=== design 1 ===
==> src/rtl/dumpoff_monitor.sv <==
// dumpoff_monitor
//   Receiving end of the power-up dump-off pulse. After reset release it
//   measures the delay until dumpoff first rises and the high width of that
//   pulse, checks both against parameter windows, and reports a sticky
//   pass/fail result with an error code.
//
// Ports
//   clk        in   system clock, rising edge
//   reset      in   asynchronous active-low reset
//   dumpoff    in   dump-off pulse under test, synchronous to clk
//   done       out  measurement complete, sticky until reset
//   dump_ok    out  done with no error
//   err[3:0]   out  bit0 delay out of window, bit1 width out of window,
//                   bit2 timeout, bit3 extra rising edge after done
//   delay_meas out  cycles from reset release to first high sample
//   width_meas out  number of consecutive high samples
module dumpoff_monitor #(
  parameter int unsigned CW      = 8,
  parameter int unsigned DLY_MIN = 1,
  parameter int unsigned DLY_MAX = 4,
  parameter int unsigned WID_MIN = 17,
  parameter int unsigned WID_MAX = 21,
  parameter int unsigned TIMEOUT = 255
) (
  input  logic          clk,
  input  logic          reset,
  input  logic          dumpoff,
  output logic          done,
  output logic          dump_ok,
  output logic [3:0]    err,
  output logic [CW-1:0] delay_meas,
  output logic [CW-1:0] width_meas
);

  localparam logic [CW-1:0] DMIN = CW'(DLY_MIN);
  localparam logic [CW-1:0] DMAX = CW'(DLY_MAX);
  localparam logic [CW-1:0] WMIN = CW'(WID_MIN);
  localparam logic [CW-1:0] WMAX = CW'(WID_MAX);
  localparam logic [CW-1:0] TOUT = CW'(TIMEOUT);

  typedef enum logic [1:0] {
    WAIT_RISE = 2'd0,
    HIGH      = 2'd1,
    DONE      = 2'd2
  } state_t;

  state_t        state, state_nxt;
  logic [CW-1:0] dly_cnt, dly_nxt, dly_inc;
  logic [CW-1:0] wid_cnt, wid_nxt, wid_inc;
  logic          dump_d;
  logic          done_nxt;
  logic          ok_nxt;
  logic [3:0]    err_nxt;
  logic [CW-1:0] delay_nxt, width_nxt;

  always_ff @(posedge clk or negedge reset) begin
    if (!reset) begin
      state <= WAIT_RISE;
    end else begin
      state <= state_nxt;
    end
  end

  always_ff @(posedge clk or negedge reset) begin
    if (!reset) begin
      dly_cnt    <= '0;
      wid_cnt    <= '0;
      dump_d     <= 1'b0;
      done       <= 1'b0;
      dump_ok    <= 1'b0;
      err        <= '0;
      delay_meas <= '0;
      width_meas <= '0;
    end else begin
      dly_cnt    <= dly_nxt;
      wid_cnt    <= wid_nxt;
      dump_d     <= dumpoff;
      done       <= done_nxt;
      dump_ok    <= ok_nxt;
      err        <= err_nxt;
      delay_meas <= delay_nxt;
      width_meas <= width_nxt;
    end
  end

  always_comb begin
    state_nxt = state;
    dly_nxt   = dly_cnt;
    wid_nxt   = wid_cnt;
    done_nxt  = done;
    err_nxt   = err;
    delay_nxt = delay_meas;
    width_nxt = width_meas;
    dly_inc   = dly_cnt + 1'b1;
    wid_inc   = wid_cnt + 1'b1;

    // Timeout is tested on the incremented count so the terminating sample
    // is the TIMEOUT-th one and the counters never pass TIMEOUT.
    case (state)
      WAIT_RISE: begin
        if (dumpoff) begin
          delay_nxt  = dly_cnt;
          err_nxt[0] = (dly_cnt < DMIN) || (dly_cnt > DMAX);
          wid_nxt    = CW'(1);
          state_nxt  = HIGH;
        end else begin
          dly_nxt = dly_inc;
          if (dly_inc == TOUT) begin
            err_nxt[2] = 1'b1;
            delay_nxt  = dly_inc;
            done_nxt   = 1'b1;
            state_nxt  = DONE;
          end
        end
      end
      HIGH: begin
        if (dumpoff) begin
          wid_nxt = wid_inc;
          if (wid_inc == TOUT) begin
            err_nxt[2] = 1'b1;
            width_nxt  = wid_inc;
            done_nxt   = 1'b1;
            state_nxt  = DONE;
          end
        end else begin
          width_nxt  = wid_cnt;
          err_nxt[1] = (wid_cnt < WMIN) || (wid_cnt > WMAX);
          done_nxt   = 1'b1;
          state_nxt  = DONE;
        end
      end
      DONE: begin
        if (dumpoff && !dump_d) begin
          err_nxt[3] = 1'b1;
        end
      end
      default: begin
        state_nxt = WAIT_RISE;
      end
    endcase

    // Measurement errors gate dump_ok together with done, but an extra edge
    // after completion is taken from the registered err so dump_ok falls one
    // cycle after err[3] sets.
    ok_nxt = done_nxt && (err_nxt[2:0] == 3'b000) && !err[3];
  end

endmodule

==> config.mk <==
export PLATFORM = sky130hd
export DESIGN_NAME = dumpoff_monitor
export DESIGN_NICKNAME = d
export VERILOG_FILES = /design/src/rtl/dumpoff_monitor.sv
export SDC_FILE = /design/constraint.sdc
export NUM_CORES = 1
export LEC_CHECK = 0
export ABC_AREA = 1
export CAP_MARGIN = 0
export CORE_MARGIN = 10
export CORE_UTILIZATION = 60
export DETAILED_ROUTE_END_ITERATION = 8
export GPL_TIMING_DRIVEN = 0
export PLACE_DENSITY = 0.91
export SKIP_LAST_GASP = 1
export SYNTH_ARGS = -nofsm -noshare
export SYNTH_HDL_FRONTEND = slang
export SYNTH_SLANG_ARGS = --single-unit
==> constraint.sdc <==
create_clock -name clk -period 3.4 [get_ports clk]
set_input_delay 0.68 -clock clk [delete_from_list [all_inputs] [get_ports clk]]
set_output_delay 0.68 -clock clk [all_outputs]
set_load 0.03 [all_outputs]
=== design 2 ===
===== config.mk =====
export PLATFORM = sky130hd
export DESIGN_NAME = clk_div_detect
export DESIGN_NICKNAME = d
export VERILOG_FILES = /design/src/rtl/clk_div_detect.sv
export SDC_FILE = /design/constraint.sdc
export NUM_CORES = 1
export LEC_CHECK = 0
export ABC_AREA = 1
export CAP_MARGIN = 15
export CORE_AREA = 2 2 74 76
export CTS_BUF_LIST = sky130_fd_sc_hd__clkbuf_8
export CTS_CLUSTER_DIAMETER = 30
export DETAILED_ROUTE_END_ITERATION = 7
export DIE_AREA = 0 0 76 78
export PLACE_DENSITY_LB_ADDON = 0.05
export SETUP_SLACK_MARGIN = 0.15
export SLEW_MARGIN = 20
export SYNTH_ARGS = -nofsm -noshare
export SYNTH_HDL_FRONTEND = slang
export SYNTH_SLANG_ARGS = --single-unit

===== constraint.sdc =====
create_clock -name clk -period 1.5 [get_ports clk]
set_input_delay 0.3 -clock clk [delete_from_list [all_inputs] [get_ports clk]]
set_output_delay 0.3 -clock clk [all_outputs]
set_load 0.005 [all_outputs]

===== src/rtl/clk_div_detect.sv =====
// Divided-clock detector: measures the period and high time of an asynchronous
// divided clock, classifies the divide ratio and locks once it has been stable.
module clk_div_detect #(
  parameter int LOCK_COUNT     = 4,
  parameter int TIMEOUT_CYCLES = 64
) (
  input  logic       clk,
  input  logic       reset,
  input  logic       sig_in,
  input  logic       meas_en,
  output logic [7:0] period,
  output logic       period_valid,
  output logic [7:0] duty_high,
  output logic [2:0] ratio_code,
  output logic       locked,
  output logic       timeout
);

  typedef enum logic [1:0] {IDLE, SYNC, MEASURE, LOCKED} state_t;

  localparam logic [3:0] LOCK_CNT    = 4'(LOCK_COUNT);
  localparam logic [7:0] TIMEOUT_CNT = 8'(TIMEOUT_CYCLES);

  state_t     r_state;
  logic       r_s1;
  logic       r_s2;
  logic       r_s3;
  logic [7:0] r_cnt;
  logic [7:0] r_hcnt;
  logic [3:0] r_matchCnt;
  logic [7:0] r_period;
  logic [7:0] r_dutyHigh;
  logic       r_periodValid;
  logic [2:0] r_ratioCode;
  logic       r_locked;
  logic       r_timeout;

  logic       w_rise;
  logic       w_samePeriod;
  logic [2:0] w_candRatio;
  logic [3:0] w_nextMatch;

  // r_cnt holds the length of the period that closes on the current rise.
  always_comb begin
    w_rise       = r_s2 & ~r_s3;
    w_samePeriod = (r_cnt == r_period);
    case (r_cnt)
      8'd2:    w_candRatio = 3'd1;
      8'd4:    w_candRatio = 3'd2;
      8'd8:    w_candRatio = 3'd3;
      8'd16:   w_candRatio = 3'd4;
      default: w_candRatio = 3'd0;
    endcase
    if (!w_samePeriod) begin
      w_nextMatch = 4'd1;
    end else if (r_matchCnt >= LOCK_CNT) begin
      w_nextMatch = LOCK_CNT;
    end else begin
      w_nextMatch = r_matchCnt + 4'd1;
    end
  end

  always_ff @(posedge clk) begin
    if (reset) begin
      r_state       <= IDLE;
      r_s1          <= 1'b0;
      r_s2          <= 1'b0;
      r_s3          <= 1'b0;
      r_cnt         <= 8'd0;
      r_hcnt        <= 8'd0;
      r_matchCnt    <= 4'd0;
      r_period      <= 8'd0;
      r_dutyHigh    <= 8'd0;
      r_periodValid <= 1'b0;
      r_ratioCode   <= 3'd0;
      r_locked      <= 1'b0;
      r_timeout     <= 1'b0;
    end else begin
      r_s1          <= sig_in;
      r_s2          <= r_s1;
      r_s3          <= r_s2;
      r_periodValid <= 1'b0;
      // Disabling abandons the measurement but keeps the last period/duty visible.
      if (!meas_en) begin
        r_state     <= IDLE;
        r_cnt       <= 8'd0;
        r_hcnt      <= 8'd0;
        r_matchCnt  <= 4'd0;
        r_ratioCode <= 3'd0;
        r_locked    <= 1'b0;
        r_timeout   <= 1'b0;
      end else begin
        case (r_state)
          IDLE: r_state <= SYNC;
          SYNC: begin
            if (w_rise) begin
              r_cnt     <= 8'd1;
              r_hcnt    <= 8'd1;
              r_timeout <= 1'b0;
              r_state   <= MEASURE;
            end
          end
          MEASURE, LOCKED: begin
            if (w_rise) begin
              r_period      <= r_cnt;
              r_dutyHigh    <= r_hcnt;
              r_periodValid <= 1'b1;
              r_cnt         <= 8'd1;
              r_hcnt        <= 8'd1;
              r_timeout     <= 1'b0;
              r_matchCnt    <= w_nextMatch;
              if (r_state == LOCKED) begin
                if (!w_samePeriod) begin
                  r_state     <= MEASURE;
                  r_locked    <= 1'b0;
                  r_ratioCode <= 3'd0;
                end
              end else if ((w_nextMatch == LOCK_CNT) && (w_candRatio != 3'd0)) begin
                r_state     <= LOCKED;
                r_locked    <= 1'b1;
                r_ratioCode <= w_candRatio;
              end
            end else if (r_cnt >= TIMEOUT_CNT) begin
              r_timeout   <= 1'b1;
              r_locked    <= 1'b0;
              r_ratioCode <= 3'd0;
              r_matchCnt  <= 4'd0;
              r_state     <= SYNC;
            end else begin
              if (r_cnt != 8'hFF) begin
                r_cnt <= r_cnt + 8'd1;
              end
              if (r_s2 && (r_hcnt != 8'hFF)) begin
                r_hcnt <= r_hcnt + 8'd1;
              end
            end
          end
          default: r_state <= IDLE;
        endcase
      end
    end
  end

  assign period       = r_period;
  assign period_valid = r_periodValid;
  assign duty_high    = r_dutyHigh;
  assign ratio_code   = r_ratioCode;
  assign locked       = r_locked;
  assign timeout      = r_timeout;

endmodule


### Wires at chosen ports, followed through buffers, design 2

Bar = 20 um.
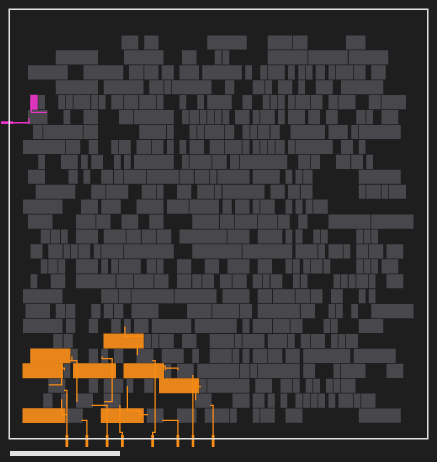
[orange] duty_high | bits: 8 | direction: output | end cells: 8 | wire: 119 um
[magenta] sig_in | bits: 1 | direction: input | end cells: 1 | wire: 8.80 um
Top Ports: 26
port bufs: 25

==> summary.txt, design 2 <==
Net Count, Synth - 340
Clk latency late pin - 290 ps
Combinational share of cell area - 0.405
Cell breakdown of the critical path - buf_6 > nand2_4 > nand2_2 > nor2_1 > nand2_1 > nor2_4 > nand3_4 > o21bai_4 > nand2_2 > nand2_2 > a21oi_2
DRC - 0
FFs & Latches - 47
Top pwr grp - sequential cells
Log Warnings - 31
Hold Startpoint - r_s1
Area Overhead vs Synth - 52.2%
Clock transition at path regs - 90 ps
Worst EP required - 1700 ps
R2R depth - 11
Hold path endpoint - r_s2
FFs w/ async S/R, synth - 0
Seq group - 1.25 mW
Ant. Diodes - 0
Setup-failing EPs final - 7
Pre-Repair DR Iteration Count - 4
Clkbuf count - 7
Violated checks - negative setup slack
Critical path's most frequent cell - nand2_2
DIE AREA - 0.00593 mm^2
Inverter count - 51
First-pass GRT wire length - 9800 um
Worst Skew - 8.94 ps
Starting DRT DRC Count - 70
Fraction of area in registers - 0.277
Max-slew violations - 0
GP Congestion - 0.824
EDFF count, synth - 0
Top cells, area - dfxtp_1 (40%), nand2_1 (13%), inv_1 (6.5%), nor2_1 (6.1%), a21oi_1 (4.7%)
RR Startpoint - r_cnt[0]
Leak pwr - 1.64 nW
FP Rows - 26
Die Y - 78 um
Final worst slack - -65.6 ps
Max IR drop VDD - 0.482 mV
Critical-path top delay cell - dfxtp_2
Area share of the largest cell type after synthesis - 0.405
Power Combinational - 0.128 mW
Switching power - 0.491 mW
RSZ-0062 raised after global routing - yes
Post-route antenna net violation count - 0
Status - complete, but fails checks
## design 2: layer usage
layer | GRT usage | share of wire
met4 | 0.0909 | 0.036
met5 | 0 | 0
met2 | 0.361 | 0.51
met1 | 0.240 | 0.43
met3 | 0.0384 | 0.024
## design 2: repair_timing
item                       CTS  global route
pin swaps                   19            29
buffers inserted            10            10
setup endpoints to repair   40            38
gates resized               60            60
## design 2: logic make-up after synthesis
| kind of cell | share of synthesized area |
|---|---|
| adders and majority gates | 0.0269 |
| buffers and inverters | 0.100 |
| and+or+nand+nor | 0.335 |
| AOI/OAI and AO/OA | 0.125 |
| DFF | 0.405 |
| xor gates and xnor gates | 0.00754 |
## design 2: critical path: cells and delay by family (launching register included)
kind	cells	cell delay, ps
and+or+nand+nor	8	790
DFF	1	340
AOI/OAI and AO/OA	2	200
buffers and inverters	1	120
## design 2: per-stage QoR
stage	TNS (ps)	instance area (um^2)	utilization	std cells
CTS	0	3250	0.645	478
finish	-268	3540	0.701	488
global placement	-240	3010	0.597	460
detailed placement	-463	3010	0.597	460
global route	-1410	3540	0.701	488
floorplan	0	2390	-	331
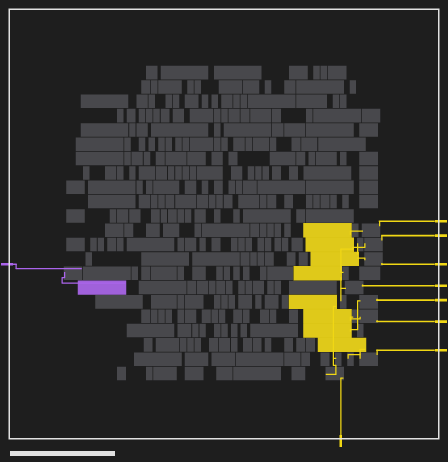
*Wires at chosen ports, followed through buffers, design 1*
Bar = 20 um.
[yellow] delay_meas | bits: 8 | direction: output | end cells: 8 | wire: 146 um
[purple] dump_ok | bits: 1 | direction: output | end cells: 1 | wire: 28.4 um
Top Ports: 25
port bufs: 24

==> summary.txt, design 1 <==
Sequential-to-total area share from yosys stat - 0.456
Critical path class - input port to register
Nature of the critical path startpoint - input port
Antenna violations before repair - 0
Switching power - 0.188 mW
Max Cap Violations - 0
Status - finished, final reports clean
Die width - 81.3 um
Switching Fraction - 0.203
Log Warnings - 32
Maximum clock insertion buffer count - 2
CTS tree - built
Starting DRT DRC Count - 248
EDFF count, synth - 0
Setup tns final - 0 ps
Clk pwr share - 0.433
Net Count, Synth - 291
Hold Path Class - register to register
XOR-XNOR Cells, Area Fraction - 0.0117
Post-Place Setup Slack - 897 ps
Int Pwr - 0.738 mW
Final Hold Fails - 0
Power Combinational - 0.0349 mW
PwrDens - 348 mW/mm^2
Total number of vias - 1,953
Crit path launch - dumpoff
Wire per inst - 13.9 um
H-tree depth - 2
Top pwr grp - sequential cells
Vias per Instance - 5.43
Area fraction in mux cells - 0
CTS Buf Count - 5
Critical path fanouts, max - 9
Post-DP HPWL - 3740 um
Gate Count Post-Synth - 280
Cycle use final - 0.659
Worst Setup EP - dump_ok
Final worst slack - 1160 ps
DIE AREA - 0.00660 mm^2
Synthesized-area fraction occupied by adder cells - 0.0445
==> design 1: critical path, stage by stage <==
cell,delay [ps]
clkdlybuf4s50_1,480
buf_4,190
nand2_1,120
inv_1,240
nand2_1,250
nor2_1,150
nand3_1,80
nand3_1,100
nor2_1,50
nand2_1,50
inv_1,40
==> design 1: registers in the layout, indices dropped and copies added (netlist names) <==
register / cells
delay_meas: 8
dly_cnt: 8
wid_cnt: 8
width_meas: 8
err: 4
state: 2
done: 1
dump_d: 1
dump_ok: 1
==> design 1: area by class of cell <==
class,instances,area [um^2],share of cell area
flip-flops and latches,41,1030,0.385
clock buffers,7,86.3,0.0324
inverters,35,131,0.0493
well taps,48,60.1,0.0226
clock inverters,1,30.0,0.0113
plain buffers,8,61.3,0.0230
multi-input cells,196,1030,0.388
repair buffers,24,235,0.0883
==> design 1: cell usage after synthesis (3+ instances only) <==
master / n
nor2_1: 20
nand4_1: 8
dfrtp_1: 41
ha_1: 8
nand2_2: 6
buf_6: 3
o21ai_0: 17
nand3_1: 16
inv_1: 33
o22ai_1: 9
o21ai_2: 3
o21ai_1: 8
nand2_1: 79


## Gallery

Congestion heat map.
Plate I
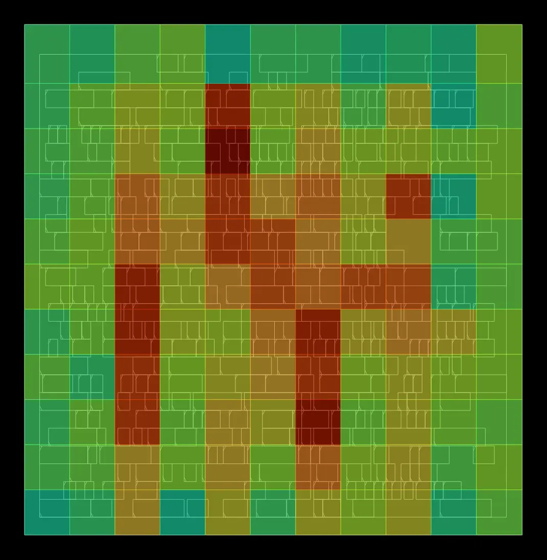
Plate II
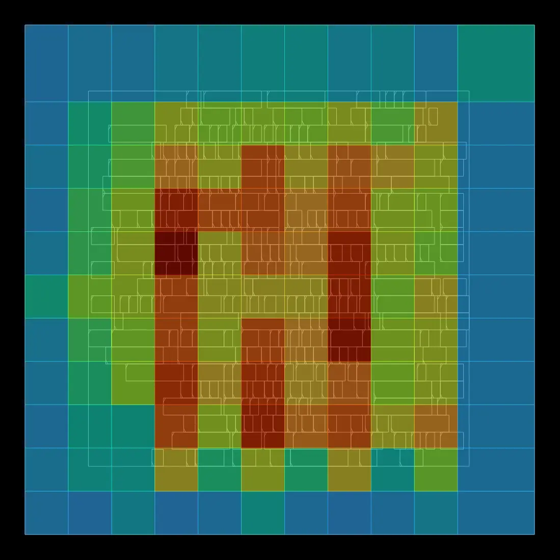
design 2 -> Plate I
design 1 -> Plate II

Power figures rest on the tool's default switching activity, not on a simulated workload.
